==================== dly_sequencer_flat
`config.mk`:
```
export PLATFORM = sky130hd
export DESIGN_NAME = dly_sequencer_flat
export DESIGN_NICKNAME = d
export VERILOG_FILES = /design/src/rtl/dly_sequencer_pkg.sv /design/src/rtl/dly_sequencer_if.sv /design/src/rtl/dly_counter.sv /design/src/rtl/dly_sequencer.sv /design/src/flat_wrapper.sv
export SDC_FILE = /design/constraint.sdc
export NUM_CORES = 1
export LEC_CHECK = 0
export ABC_CLOCK_PERIOD_IN_PS = 2100
export CAP_MARGIN = 20
export CORE_MARGIN = 2
export CORE_UTILIZATION = 30
export CTS_CLUSTER_DIAMETER = 50
export CTS_CLUSTER_SIZE = 12
export DETAILED_ROUTE_END_ITERATION = 6
export PLACE_DENSITY = 0.57
export SLEW_MARGIN = 20
export SYNTH_ARGS = -nofsm -noshare
export SYNTH_HDL_FRONTEND = slang
export SYNTH_HIERARCHICAL = 1
export SYNTH_SLANG_ARGS = --single-unit
export TNS_END_PERCENT = 5
```
`constraint.sdc`:
```
create_clock -name clk -period 2.1 [get_ports clk]
set_input_delay 0.42 -clock clk [delete_from_list [all_inputs] [get_ports clk]]
set_output_delay 0.42 -clock clk [all_outputs]
set_load 0.01 [all_outputs]
```
`src/rtl/dly_sequencer_pkg.sv`:
```
// Shared widths, the wait-for-done sentinel and the sequencer state encoding.
// State codes are fixed 3-bit values so benches and debug tools can decode them.
package dly_sequencer_pkg;

  localparam int OPR_W     = 5;
  localparam int ALU_TYP_W = 4;
  localparam int DLY_W     = 8;

  // Delay code that means "variable latency, commit on alu_done".
  localparam int DLY_WAIT  = 255;

  typedef enum logic [2:0] {
    ST_IDLE      = 3'd0,
    ST_LAUNCH    = 3'd1,
    ST_COUNT     = 3'd2,
    ST_WAIT_DONE = 3'd3,
    ST_COMMIT    = 3'd4
  } seq_state_e;

endpackage

```
`src/rtl/dly_sequencer_if.sv`:
```
// Decoder-to-sequencer control bundle plus the timed actions handed back.
// The decoder side is the master; the sequencer is the slave.
interface dly_sequencer_if #(
  parameter int OPR_W     = dly_sequencer_pkg::OPR_W,
  parameter int ALU_TYP_W = dly_sequencer_pkg::ALU_TYP_W,
  parameter int DLY_W     = dly_sequencer_pkg::DLY_W
);

  logic                 issue;
  logic [OPR_W-1:0]     opr_typ_sel;
  logic                 alu_o_sel;
  logic                 alu_t_sel;
  logic [ALU_TYP_W-1:0] alu_typ_sel;
  logic                 src_dst_delay_sel;
  logic [DLY_W-1:0]     src_dst_delay;
  logic                 alu_done;
  logic                 abort;

  logic                 ready;
  logic                 alu_start;
  logic [ALU_TYP_W-1:0] alu_typ_q;
  logic [OPR_W-1:0]     opr_typ_q;
  logic                 commit;
  logic                 issue_drop;

  modport master (
    output issue, opr_typ_sel, alu_o_sel, alu_t_sel, alu_typ_sel,
           src_dst_delay_sel, src_dst_delay, alu_done, abort,
    input  ready, alu_start, alu_typ_q, opr_typ_q, commit, issue_drop
  );

  modport slave (
    input  issue, opr_typ_sel, alu_o_sel, alu_t_sel, alu_typ_sel,
           src_dst_delay_sel, src_dst_delay, alu_done, abort,
    output ready, alu_start, alu_typ_q, opr_typ_q, commit, issue_drop
  );

endinterface

```
`src/rtl/dly_counter.sv`:
```
// Launch-to-commit down-counter; saturates at zero and flags the last count.
module dly_counter #(
  parameter int W = 8
) (
  input  logic         clk,
  input  logic         rst_n,
  input  logic         load,
  input  logic [W-1:0] load_val,
  input  logic         en,
  output logic         is_one
);

  logic [W-1:0] cnt;

  always_ff @(posedge clk) begin
    if (!rst_n)
      cnt <= '0;
    else if (load)
      cnt <= load_val;
    else if (en && (cnt != '0))
      cnt <= cnt - W'(1);
  end

  assign is_one = (cnt == W'(1));

endmodule

```
`src/rtl/dly_sequencer.sv`:
```
// Turns one decoded instruction at a time into ALU start, delay hold and a
// one-cycle commit pulse; sentinel delay waits on alu_done instead of counting.
module dly_sequencer #(
  parameter int OPR_W     = dly_sequencer_pkg::OPR_W,
  parameter int ALU_TYP_W = dly_sequencer_pkg::ALU_TYP_W,
  parameter int DLY_W     = dly_sequencer_pkg::DLY_W
) (
  input  logic           clk,
  input  logic           rst_n,
  dly_sequencer_if.slave bus
);
  import dly_sequencer_pkg::*;

  localparam logic [DLY_W-1:0] DLY_SENT = DLY_W'(DLY_WAIT);
  localparam logic [DLY_W-1:0] DLY_ONE  = DLY_W'(1);

  seq_state_e           state, state_nxt;
  logic [DLY_W-1:0]     dly_q, dly_eff;
  logic                 accept, cnt_load, cnt_en, cnt_is_one;
  logic                 ready_q, alu_start_q, commit_q, issue_drop_q;
  logic [ALU_TYP_W-1:0] alu_typ_q;
  logic [OPR_W-1:0]     opr_typ_q;

  // A zero delay would never reach the counter's is_one flag; run it as one.
  assign dly_eff = (bus.src_dst_delay == '0) ? DLY_ONE : bus.src_dst_delay;
  assign accept  = bus.issue && ready_q && !bus.abort;

  dly_counter #(.W(DLY_W)) u_cnt (
    .clk      (clk),
    .rst_n    (rst_n),
    .load     (cnt_load),
    .load_val (dly_q - DLY_ONE),
    .en       (cnt_en),
    .is_one   (cnt_is_one)
  );

  always_comb begin
    state_nxt = state;
    cnt_load  = 1'b0;
    cnt_en    = 1'b0;
    case (state)
      ST_IDLE: state_nxt = ST_IDLE;
      ST_LAUNCH: begin
        cnt_load = 1'b1;
        if (dly_q == DLY_SENT)     state_nxt = ST_WAIT_DONE;
        else if (dly_q == DLY_ONE) state_nxt = ST_COMMIT;
        else                       state_nxt = ST_COUNT;
      end
      ST_COUNT: begin
        cnt_en = 1'b1;
        if (cnt_is_one) state_nxt = ST_COMMIT;
      end
      ST_WAIT_DONE: if (bus.alu_done) state_nxt = ST_COMMIT;
      ST_COMMIT:    state_nxt = ST_IDLE;
      default:      state_nxt = ST_IDLE;
    endcase
    if (accept)
      state_nxt = bus.src_dst_delay_sel ? ST_LAUNCH : ST_COMMIT;
    if (bus.abort)
      state_nxt = ST_IDLE;
  end

  // Outputs are registered from the next state, so an abort sampled on the
  // edge that would enter COMMIT cancels the pulse entirely.
  always_ff @(posedge clk) begin
    if (!rst_n) begin
      state        <= ST_IDLE;
      dly_q        <= '0;
      ready_q      <= 1'b1;
      alu_start_q  <= 1'b0;
      commit_q     <= 1'b0;
      issue_drop_q <= 1'b0;
      alu_typ_q    <= '0;
      opr_typ_q    <= '0;
    end else begin
      state        <= state_nxt;
      ready_q      <= (state_nxt == ST_IDLE) || (state_nxt == ST_COMMIT);
      commit_q     <= (state_nxt == ST_COMMIT);
      alu_start_q  <= accept && bus.src_dst_delay_sel && (bus.alu_o_sel || bus.alu_t_sel);
      issue_drop_q <= bus.issue && !ready_q && !bus.abort;
      if (accept) begin
        dly_q     <= dly_eff;
        alu_typ_q <= bus.alu_typ_sel;
        opr_typ_q <= bus.opr_typ_sel;
      end
    end
  end

  assign bus.ready      = ready_q;
  assign bus.alu_start  = alu_start_q;
  assign bus.commit     = commit_q;
  assign bus.issue_drop = issue_drop_q;
  assign bus.alu_typ_q  = alu_typ_q;
  assign bus.opr_typ_q  = opr_typ_q;

endmodule

```
`src/flat_wrapper.sv`:
```
// flat-port wrapper written by rule: the top's interface ports become plain ports
module dly_sequencer_flat import dly_sequencer_pkg::*;
#(
  parameter int OPR_W     = dly_sequencer_pkg::OPR_W,
  parameter int ALU_TYP_W = dly_sequencer_pkg::ALU_TYP_W,
  parameter int DLY_W     = dly_sequencer_pkg::DLY_W
)
  (clk, rst_n, bus_issue, bus_opr_typ_sel, bus_alu_o_sel, bus_alu_t_sel, bus_alu_typ_sel, bus_src_dst_delay_sel, bus_src_dst_delay, bus_alu_done, bus_abort, bus_ready, bus_alu_start, bus_alu_typ_q, bus_opr_typ_q, bus_commit, bus_issue_drop);
  dly_sequencer_if #(.OPR_W(OPR_W), .ALU_TYP_W(ALU_TYP_W), .DLY_W(DLY_W)) bus_i ();
  input  logic clk;
  input  logic rst_n;
  input wire logic [$bits(bus_i.issue)-1:0] bus_issue;
  input wire logic [$bits(bus_i.opr_typ_sel)-1:0] bus_opr_typ_sel;
  input wire logic [$bits(bus_i.alu_o_sel)-1:0] bus_alu_o_sel;
  input wire logic [$bits(bus_i.alu_t_sel)-1:0] bus_alu_t_sel;
  input wire logic [$bits(bus_i.alu_typ_sel)-1:0] bus_alu_typ_sel;
  input wire logic [$bits(bus_i.src_dst_delay_sel)-1:0] bus_src_dst_delay_sel;
  input wire logic [$bits(bus_i.src_dst_delay)-1:0] bus_src_dst_delay;
  input wire logic [$bits(bus_i.alu_done)-1:0] bus_alu_done;
  input wire logic [$bits(bus_i.abort)-1:0] bus_abort;
  output wire logic [$bits(bus_i.ready)-1:0] bus_ready;
  output wire logic [$bits(bus_i.alu_start)-1:0] bus_alu_start;
  output wire logic [$bits(bus_i.alu_typ_q)-1:0] bus_alu_typ_q;
  output wire logic [$bits(bus_i.opr_typ_q)-1:0] bus_opr_typ_q;
  output wire logic [$bits(bus_i.commit)-1:0] bus_commit;
  output wire logic [$bits(bus_i.issue_drop)-1:0] bus_issue_drop;
  assign bus_i.issue = bus_issue;
  assign bus_i.opr_typ_sel = bus_opr_typ_sel;
  assign bus_i.alu_o_sel = bus_alu_o_sel;
  assign bus_i.alu_t_sel = bus_alu_t_sel;
  assign bus_i.alu_typ_sel = bus_alu_typ_sel;
  assign bus_i.src_dst_delay_sel = bus_src_dst_delay_sel;
  assign bus_i.src_dst_delay = bus_src_dst_delay;
  assign bus_i.alu_done = bus_alu_done;
  assign bus_i.abort = bus_abort;
  assign bus_ready = bus_i.ready;
  assign bus_alu_start = bus_i.alu_start;
  assign bus_alu_typ_q = bus_i.alu_typ_q;
  assign bus_opr_typ_q = bus_i.opr_typ_q;
  assign bus_commit = bus_i.commit;
  assign bus_issue_drop = bus_i.issue_drop;
  dly_sequencer #(.OPR_W(OPR_W), .ALU_TYP_W(ALU_TYP_W), .DLY_W(DLY_W)) u_core (.clk(clk), .rst_n(rst_n), .bus(bus_i));
endmodule
```
==================== vx_tcu_drl_exp_align_flat
$ cat config.mk
export PLATFORM = sky130hd
export DESIGN_NAME = vx_tcu_drl_exp_align_flat
export DESIGN_NICKNAME = d
export VERILOG_FILES = /design/src/rtl/vx_tcu_drl_exp_align_pkg.sv /design/src/rtl/vx_tcu_drl_exp_align_if.sv /design/src/rtl/vx_tcu_drl_exp_align_max_tree.sv /design/src/rtl/vx_tcu_drl_exp_align.sv /design/src/flat_wrapper.sv
export SDC_FILE = /design/constraint.sdc
export NUM_CORES = 1
export LEC_CHECK = 0
export CORE_AREA = 4 4 131 121
export CTS_CLUSTER_DIAMETER = 200
export DETAILED_ROUTE_END_ITERATION = 6
export DIE_AREA = 0 0 135 125
export GPL_TIMING_DRIVEN = 0
export PLACE_DENSITY = 0.8
export SKIP_LAST_GASP = 1
export SLEW_MARGIN = 20
export SYNTH_ARGS = -nofsm -noshare
export SYNTH_HDL_FRONTEND = slang
export SYNTH_SLANG_ARGS = --single-unit
$ cat constraint.sdc
create_clock -name clk -period 8.9 [get_ports clk]
set_input_delay 1.78 -clock clk [delete_from_list [all_inputs] [get_ports clk]]
set_output_delay 1.78 -clock clk [all_outputs]
set_load 0.02 [all_outputs]
$ cat src/rtl/vx_tcu_drl_exp_align_pkg.sv
// Shared types and constants for the TCU exponent-alignment stage.
// EXP_NEG_INF marks a zero term; tcu_align_t is the stage-2 output bundle.
package vx_tcu_drl_exp_align_pkg;

    localparam int N_D       = 2;
    localparam int TCK_D     = 2 * N_D;
    localparam int WA_D      = 28;
    localparam int EXP_W_D   = 10;
    localparam int TAG_W_D   = 8;
    localparam int SHIFT_W_D = $clog2(WA_D + 1);

    localparam logic [EXP_W_D-1:0] EXP_NEG_INF = {1'b1, {(EXP_W_D-1){1'b0}}};

    function automatic logic is_neg_inf(input logic [EXP_W_D-1:0] e);
        return e == EXP_NEG_INF;
    endfunction

    typedef struct packed {
        logic [EXP_W_D-1:0]                max_exp;
        logic [TCK_D:0][SHIFT_W_D-1:0]     shift_amt;
        logic [TCK_D:0]                    zero_mask;
        logic                              all_zero;
    } tcu_align_t;

endpackage

$ cat src/rtl/vx_tcu_drl_exp_align_if.sv
// Valid/ready bundle for the exponent-alignment stage.
// master drives the input beat and ready_out; slave is the aligner itself.
interface vx_tcu_drl_exp_align_if
    import vx_tcu_drl_exp_align_pkg::*;
#(
    parameter int N       = N_D,
    parameter int TCK     = 2 * N,
    parameter int WA      = WA_D,
    parameter int EXP_W   = EXP_W_D,
    parameter int TAG_W   = TAG_W_D,
    parameter int SHIFT_W = $clog2(WA + 1)
);
    logic                       valid_in;
    logic                       ready_in;
    logic [TCK:0][EXP_W-1:0]    raw_exp_in;
    logic [TAG_W-1:0]           tag_in;
    logic                       valid_out;
    logic                       ready_out;
    logic [EXP_W-1:0]           max_exp;
    logic [TCK:0][SHIFT_W-1:0]  shift_amt;
    logic [TCK:0]               zero_mask;
    logic                       all_zero;
    logic [TAG_W-1:0]           tag_out;

    modport master (
        output valid_in, raw_exp_in, tag_in, ready_out,
        input  ready_in, valid_out, max_exp, shift_amt,
        input  zero_mask, all_zero, tag_out
    );

    modport slave (
        input  valid_in, raw_exp_in, tag_in, ready_out,
        output ready_in, valid_out, max_exp, shift_amt,
        output zero_mask, all_zero, tag_out
    );
endinterface

$ cat src/rtl/vx_tcu_drl_exp_align_max_tree.sv
// Combinational balanced signed-max reduction over N_OPS operands.
// Recursively splits the operand vector in half; depth is ceil(log2(N_OPS)).
module vx_tcu_drl_exp_align_max_tree
    import vx_tcu_drl_exp_align_pkg::*;
#(
    parameter int N_OPS = TCK_D + 1,
    parameter int W     = EXP_W_D
) (
    input  logic [N_OPS-1:0][W-1:0] i_ops,
    output logic [W-1:0]            o_max
);
    generate
        if (N_OPS == 1) begin : g_leaf
            assign o_max = i_ops[0];
        end else begin : g_node
            localparam int LO = N_OPS / 2;
            localparam int HI = N_OPS - LO;
            logic [W-1:0] w_lo;
            logic [W-1:0] w_hi;

            vx_tcu_drl_exp_align_max_tree #(.N_OPS(LO), .W(W)) u_lo (
                .i_ops (i_ops[LO-1:0]),
                .o_max (w_lo)
            );

            vx_tcu_drl_exp_align_max_tree #(.N_OPS(HI), .W(W)) u_hi (
                .i_ops (i_ops[N_OPS-1:LO]),
                .o_max (w_hi)
            );

            assign o_max = ($signed(w_hi) > $signed(w_lo)) ? w_hi : w_lo;
        end
    endgenerate
endmodule

$ cat src/rtl/vx_tcu_drl_exp_align.sv
// Two-stage elastic exponent aligner: max tree, then subtract-and-saturate.
// Optional TCU_ALIGN_PERF_EN adds perf_beats / perf_sat_terms counters.
module vx_tcu_drl_exp_align
    import vx_tcu_drl_exp_align_pkg::*;
#(
    parameter int N       = N_D,
    parameter int TCK     = 2 * N,
    parameter int WA      = WA_D,
    parameter int EXP_W   = EXP_W_D,
    parameter int TAG_W   = TAG_W_D,
    parameter int SHIFT_W = $clog2(WA + 1)
) (
    input  logic clk,
    input  logic reset,
    vx_tcu_drl_exp_align_if.slave bus
`ifdef TCU_ALIGN_PERF_EN
    ,
    output logic [31:0] perf_beats,
    output logic [31:0] perf_sat_terms
`endif
);
    localparam logic [EXP_W:0]   DIFF_SAT  = (EXP_W+1)'(WA);
    localparam logic [SHIFT_W-1:0] SHIFT_SAT = SHIFT_W'(WA);

    logic                      r_v1;
    logic                      r_v2;
    logic [EXP_W-1:0]          r_max1;
    logic [TCK:0][EXP_W-1:0]   r_exp1;
    logic [TAG_W-1:0]          r_tag1;
    logic [TAG_W-1:0]          r_tag2;
    tcu_align_t                r_out;

    logic                      w_ready;
    logic                      w_adv1;
    logic                      w_adv2;
    logic [EXP_W-1:0]          w_max;
    logic [TCK:0][EXP_W:0]     w_diff;
    tcu_align_t                w_out;

    assign w_ready = !r_v1 || !r_v2 || bus.ready_out;
    assign w_adv1  = bus.valid_in && w_ready;
    assign w_adv2  = r_v1 && (!r_v2 || bus.ready_out);

    vx_tcu_drl_exp_align_max_tree #(.N_OPS(TCK+1), .W(EXP_W)) u_max (
        .i_ops (bus.raw_exp_in),
        .o_max (w_max)
    );

    // diff is taken in EXP_W+1 bits so a full-range spread cannot wrap
    always_comb begin
        w_out  = '0;
        w_diff = '0;
        w_out.max_exp = r_max1;
        for (int i = 0; i <= TCK; i++) begin
            w_diff[i] = {r_max1[EXP_W-1], r_max1}
                      - {r_exp1[i][EXP_W-1], r_exp1[i]};
            if (is_neg_inf(r_exp1[i])) begin
                w_out.shift_amt[i] = SHIFT_SAT;
                w_out.zero_mask[i] = 1'b1;
            end else if (w_diff[i] >= DIFF_SAT) begin
                w_out.shift_amt[i] = SHIFT_SAT;
            end else begin
                w_out.shift_amt[i] = w_diff[i][SHIFT_W-1:0];
            end
        end
        w_out.all_zero = &w_out.zero_mask;
    end

    always_ff @(posedge clk) begin
        if (!reset) begin
            r_v1   <= 1'b0;
            r_v2   <= 1'b0;
            r_max1 <= '0;
            r_exp1 <= '0;
            r_tag1 <= '0;
            r_tag2 <= '0;
            r_out  <= '0;
        end else begin
            if (w_adv1) begin
                r_v1   <= 1'b1;
                r_max1 <= w_max;
                r_exp1 <= bus.raw_exp_in;
                r_tag1 <= bus.tag_in;
            end else if (w_adv2) begin
                r_v1   <= 1'b0;
            end
            if (w_adv2) begin
                r_v2   <= 1'b1;
                r_out  <= w_out;
                r_tag2 <= r_tag1;
            end else if (bus.ready_out) begin
                r_v2   <= 1'b0;
            end
        end
    end

    assign bus.ready_in  = w_ready;
    assign bus.valid_out = r_v2;
    assign bus.max_exp   = r_out.max_exp;
    assign bus.shift_amt = r_out.shift_amt;
    assign bus.zero_mask = r_out.zero_mask;
    assign bus.all_zero  = r_out.all_zero;
    assign bus.tag_out   = r_tag2;

`ifdef TCU_ALIGN_PERF_EN
    logic [31:0] r_beats;
    logic [31:0] r_sat;
    logic [31:0] w_sat_cnt;

    always_comb begin
        w_sat_cnt = '0;
        for (int i = 0; i <= TCK; i++) begin
            if (!r_out.zero_mask[i] && r_out.shift_amt[i] == SHIFT_SAT)
                w_sat_cnt = w_sat_cnt + 32'd1;
        end
    end

    always_ff @(posedge clk) begin
        if (!reset) begin
            r_beats <= '0;
            r_sat   <= '0;
        end else if (r_v2 && bus.ready_out) begin
            r_beats <= r_beats + 32'd1;
            r_sat   <= r_sat + w_sat_cnt;
        end
    end

    assign perf_beats     = r_beats;
    assign perf_sat_terms = r_sat;
`endif
endmodule

$ cat src/flat_wrapper.sv
// flat-port wrapper written by rule: the top's interface ports become plain ports
module vx_tcu_drl_exp_align_flat import vx_tcu_drl_exp_align_pkg::*;
#(
    parameter int N       = N_D,
    parameter int TCK     = 2 * N,
    parameter int WA      = WA_D,
    parameter int EXP_W   = EXP_W_D,
    parameter int TAG_W   = TAG_W_D,
    parameter int SHIFT_W = $clog2(WA + 1)
)
  (clk, reset, bus_valid_in, bus_raw_exp_in, bus_tag_in, bus_ready_out, bus_ready_in, bus_valid_out, bus_max_exp, bus_shift_amt, bus_zero_mask, bus_all_zero, bus_tag_out);
  vx_tcu_drl_exp_align_if #(.N(N), .TCK(TCK), .WA(WA), .EXP_W(EXP_W), .TAG_W(TAG_W), .SHIFT_W(SHIFT_W)) bus_i ();
  input  logic clk;
  input  logic reset;
  input wire logic [$bits(bus_i.valid_in)-1:0] bus_valid_in;
  input wire logic [$bits(bus_i.raw_exp_in)-1:0] bus_raw_exp_in;
  input wire logic [$bits(bus_i.tag_in)-1:0] bus_tag_in;
  input wire logic [$bits(bus_i.ready_out)-1:0] bus_ready_out;
  output wire logic [$bits(bus_i.ready_in)-1:0] bus_ready_in;
  output wire logic [$bits(bus_i.valid_out)-1:0] bus_valid_out;
  output wire logic [$bits(bus_i.max_exp)-1:0] bus_max_exp;
  output wire logic [$bits(bus_i.shift_amt)-1:0] bus_shift_amt;
  output wire logic [$bits(bus_i.zero_mask)-1:0] bus_zero_mask;
  output wire logic [$bits(bus_i.all_zero)-1:0] bus_all_zero;
  output wire logic [$bits(bus_i.tag_out)-1:0] bus_tag_out;
  assign bus_i.valid_in = bus_valid_in;
  assign bus_i.raw_exp_in = bus_raw_exp_in;
  assign bus_i.tag_in = bus_tag_in;
  assign bus_i.ready_out = bus_ready_out;
  assign bus_ready_in = bus_i.ready_in;
  assign bus_valid_out = bus_i.valid_out;
  assign bus_max_exp = bus_i.max_exp;
  assign bus_shift_amt = bus_i.shift_amt;
  assign bus_zero_mask = bus_i.zero_mask;
  assign bus_all_zero = bus_i.all_zero;
  assign bus_tag_out = bus_i.tag_out;
  vx_tcu_drl_exp_align #(.N(N), .TCK(TCK), .WA(WA), .EXP_W(EXP_W), .TAG_W(TAG_W), .SHIFT_W(SHIFT_W)) u_core (.clk(clk), .reset(reset), .bus(bus_i));
endmodule
Figure 1. Gate families picked out (vx_tcu_drl_exp_align_flat).
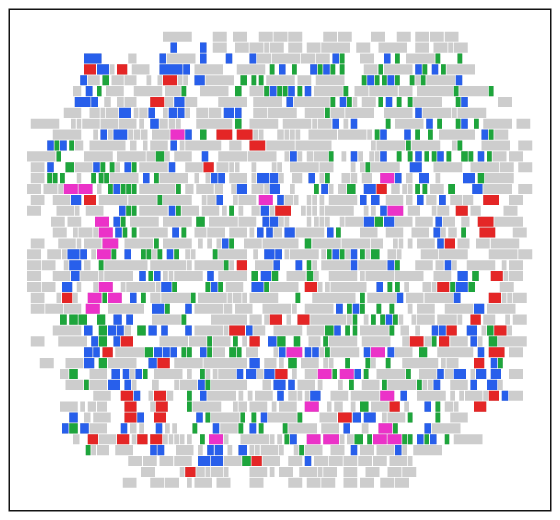
| family | colour | cells |
|---|---|---|
| nand cells | green | 217 |
| aoi and oai cells | blue | 228 |
| mux cells | magenta | 26 |
| non-inverting ao/oa cells | red | 53 |

Figure 2. Metal layers overlaid (vx_tcu_drl_exp_align_flat).
Two of the layers only.
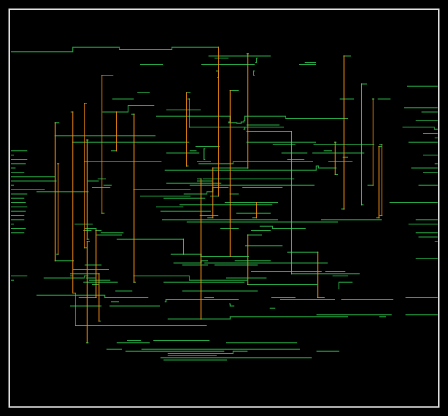
| layer | colour | wire length |
|---|---|---|
| M4 | orange | 874 µm |
| M3 | green | 2260 µm |
routed wire length: 24.5 mm
vias after detailed routing: 8034
average wire per standard cell: 17.7 µm
Global Route Usage Sum: 28.7%

==> notes.md, vx_tcu_drl_exp_align_flat <==
Results of an implementation run.

The arrival time at the worst endpoint is 8.53 ns. The number of nets in the synthesized netlist is 1197. The flow ran to the end, and the final reports show no timing, DRC or antenna violations. The portion of total power attributed to sequential cells is 29.0%. The flow inserted 198 tap cells. The area-dominant cell class after layout is logic gates. The floorplan-stage core utilization is 55.2%.

The detailed router's first-iteration violation count is 660. The worst slew slack as a fraction of its limit is 46.0%. The proportion of layout cells with a drive suffix above 1 is 4.99%. The top logic cell by instance count in the layout is sky130_fd_sc_hd__nand2_1. The die boundary width is 135 µm. The maximum single-stage delay on the critical path is 0.57 ns. The total power divided by cell area is 217 nW/µm².

Setup repair after global routing left no endpoint under its margin. The parity-gate share of the synthesized area counting xor and xnor cells is 2.31%. The share of the yosys chip area belonging to registers is 29.9%. The final weighted congestion recorded by global placement is 0.942. The required time at the endpoint of the critical path is 9.18 ns. The total die size is 16900 µm².

The signed area change from the synthesized netlist to the final layout is 24.8%. Summing all flip-flop and latch instances after layout gives 2380 µm². The sequential cell area share is 23.9%. The leakage power in the latest report is 4.12 nW. The clock latency on the worst-skew pair is 0.42 ns. Per the timing report, the most critical flop-to-flop path originates at u_core.r_max1[0]$_SDFFE_PN0P_.

The script reports the combined buffer and inverter count of the critical path as 7. On met2, the global router reports a usage of 47.0%. Of the total synthesized cell area, the portion taken by AND-OR and OR-AND cells is 22.5%. The cell-mix breakdown from Yosys lists the adder-cell area share as 15.4%.
Figure 3. Drive-strength map (dly_sequencer_flat).
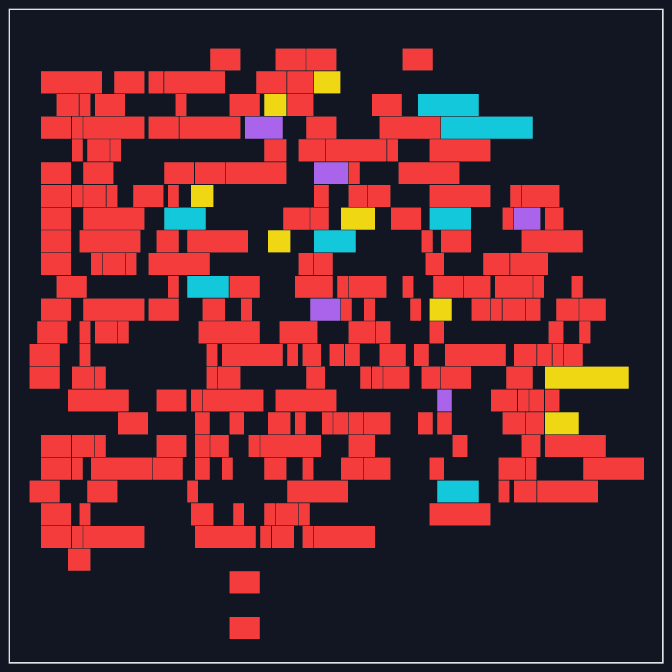
| size | colour | cells | share |
|---|---|---|---|
| x6 and larger | cyan | 7 | 3.0% |
| x1 and smaller | red | 213 | 91% |
| x3 and x4 | yellow | 8 | 3.4% |
| x2 | purple | 5 | 2.1% |
worst-case setup margin in the final layout: 0.183 ns
non-clock buffer instance count of the final layout: 42

==> notes.md, dly_sequencer_flat <==
Results of an implementation run.

The flow ran to the end, and the final reports show no timing, DRC or antenna violations. Summed over all cells, the static leakage comes to 0.835 nW. The synthesis run identifies the leading combinational cell family as simple AND/OR/NAND/NOR gates. The area used by sequential logic in the layout is 641 µm².

The placed cell count is 295. The floorplan-stage core utilization is 31.6%. The simple-gate area share of the yosys netlist is 25.7%.

Detailed placement ended at an HPWL of 2.73 mm. Across all checked pins, the minimum headroom to the slew limit is 57.9%. Counting the inverters off the clock network in the layout gives 8. The parity-gate share of the synthesized area counting xor and xnor cells is 5.33%. The cts-stage hold buffer count is 0. The post-layout instance count excluding filler cells is 303. Setup repair after global routing left no endpoint under its margin. The worst path in the final design needs a cycle of 1.92 ns, including I/O delays and setup. The final sequential cell count is 32. The via count of the first global-routing pass was 1441.

For the final database, setup skew stands at 0.00698 ns. STA lists the maximum fanout along the critical path as 4. The timing report gives the clock slew at the launch and capture registers of the worst setup and hold paths as 0.07 ns. The total number of nets in the final design is 263. The number of resized instances in the post-cts repair step is 0.

TritonRoute output was used to compute an average wire per cell of 11.9 µm. The number of buffers added by the clock tree synthesis step is 5. The synthesized netlist was found by Yosys to have 190 cells. The run reported a max-capacitance violation count of 0.

Registers represent a cell area share of 28.8%. In this run the remaining antenna-violating nets after routing total 0. For the sequential group, total power comes out at 0.000642 W.

The area-dominant cell class after layout is logic gates.

==> screenshots <==
Sequential cells grouped by signal name.
picture 1
Scale bar: 20 µm. Other sequential cells in the stronger grey, the rest of the logic in the fainter grey.
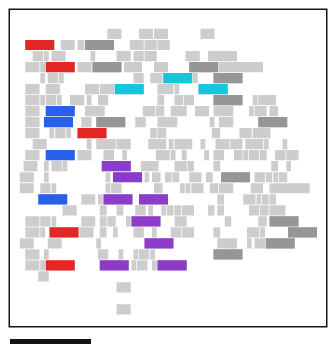
picture 2
Scale bar: 50 µm. Other sequential cells in the stronger grey, the rest of the logic in the fainter grey.
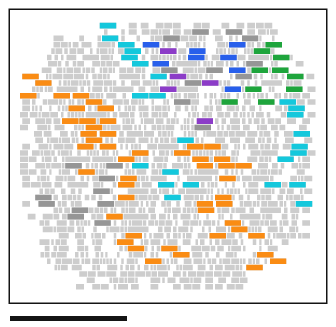
picture 2: vx_tcu_drl_exp_align_flat
picture 1: dly_sequencer_flat

Key to picture 1:
| netlist name | colour | sequential cells |
|---|---|---|
| u_core/dly_q | purple | 8 |
| u_core/bus.alu_typ_q | blue | 4 |
| u_core/state | cyan | 3 |
| u_core/bus.opr_typ_q | red | 5 |



==> screenshots <==
Congestion heat map.
image #1
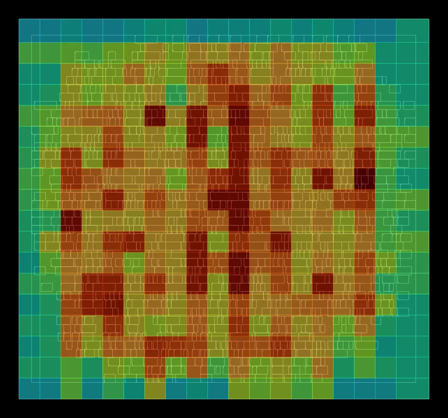
image #2
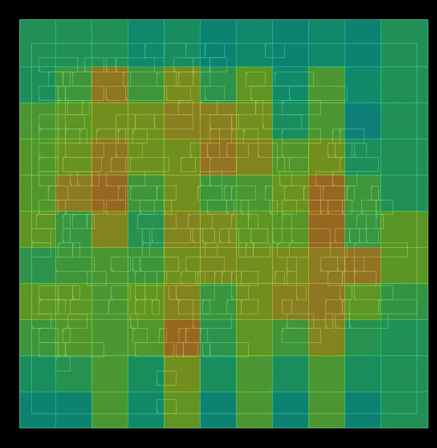
Of these, most wire per cell: image #1
Image #1 comes from vx_tcu_drl_exp_align_flat.
Image #2 comes from dly_sequencer_flat.

Power and IR drop assume default switching activity.
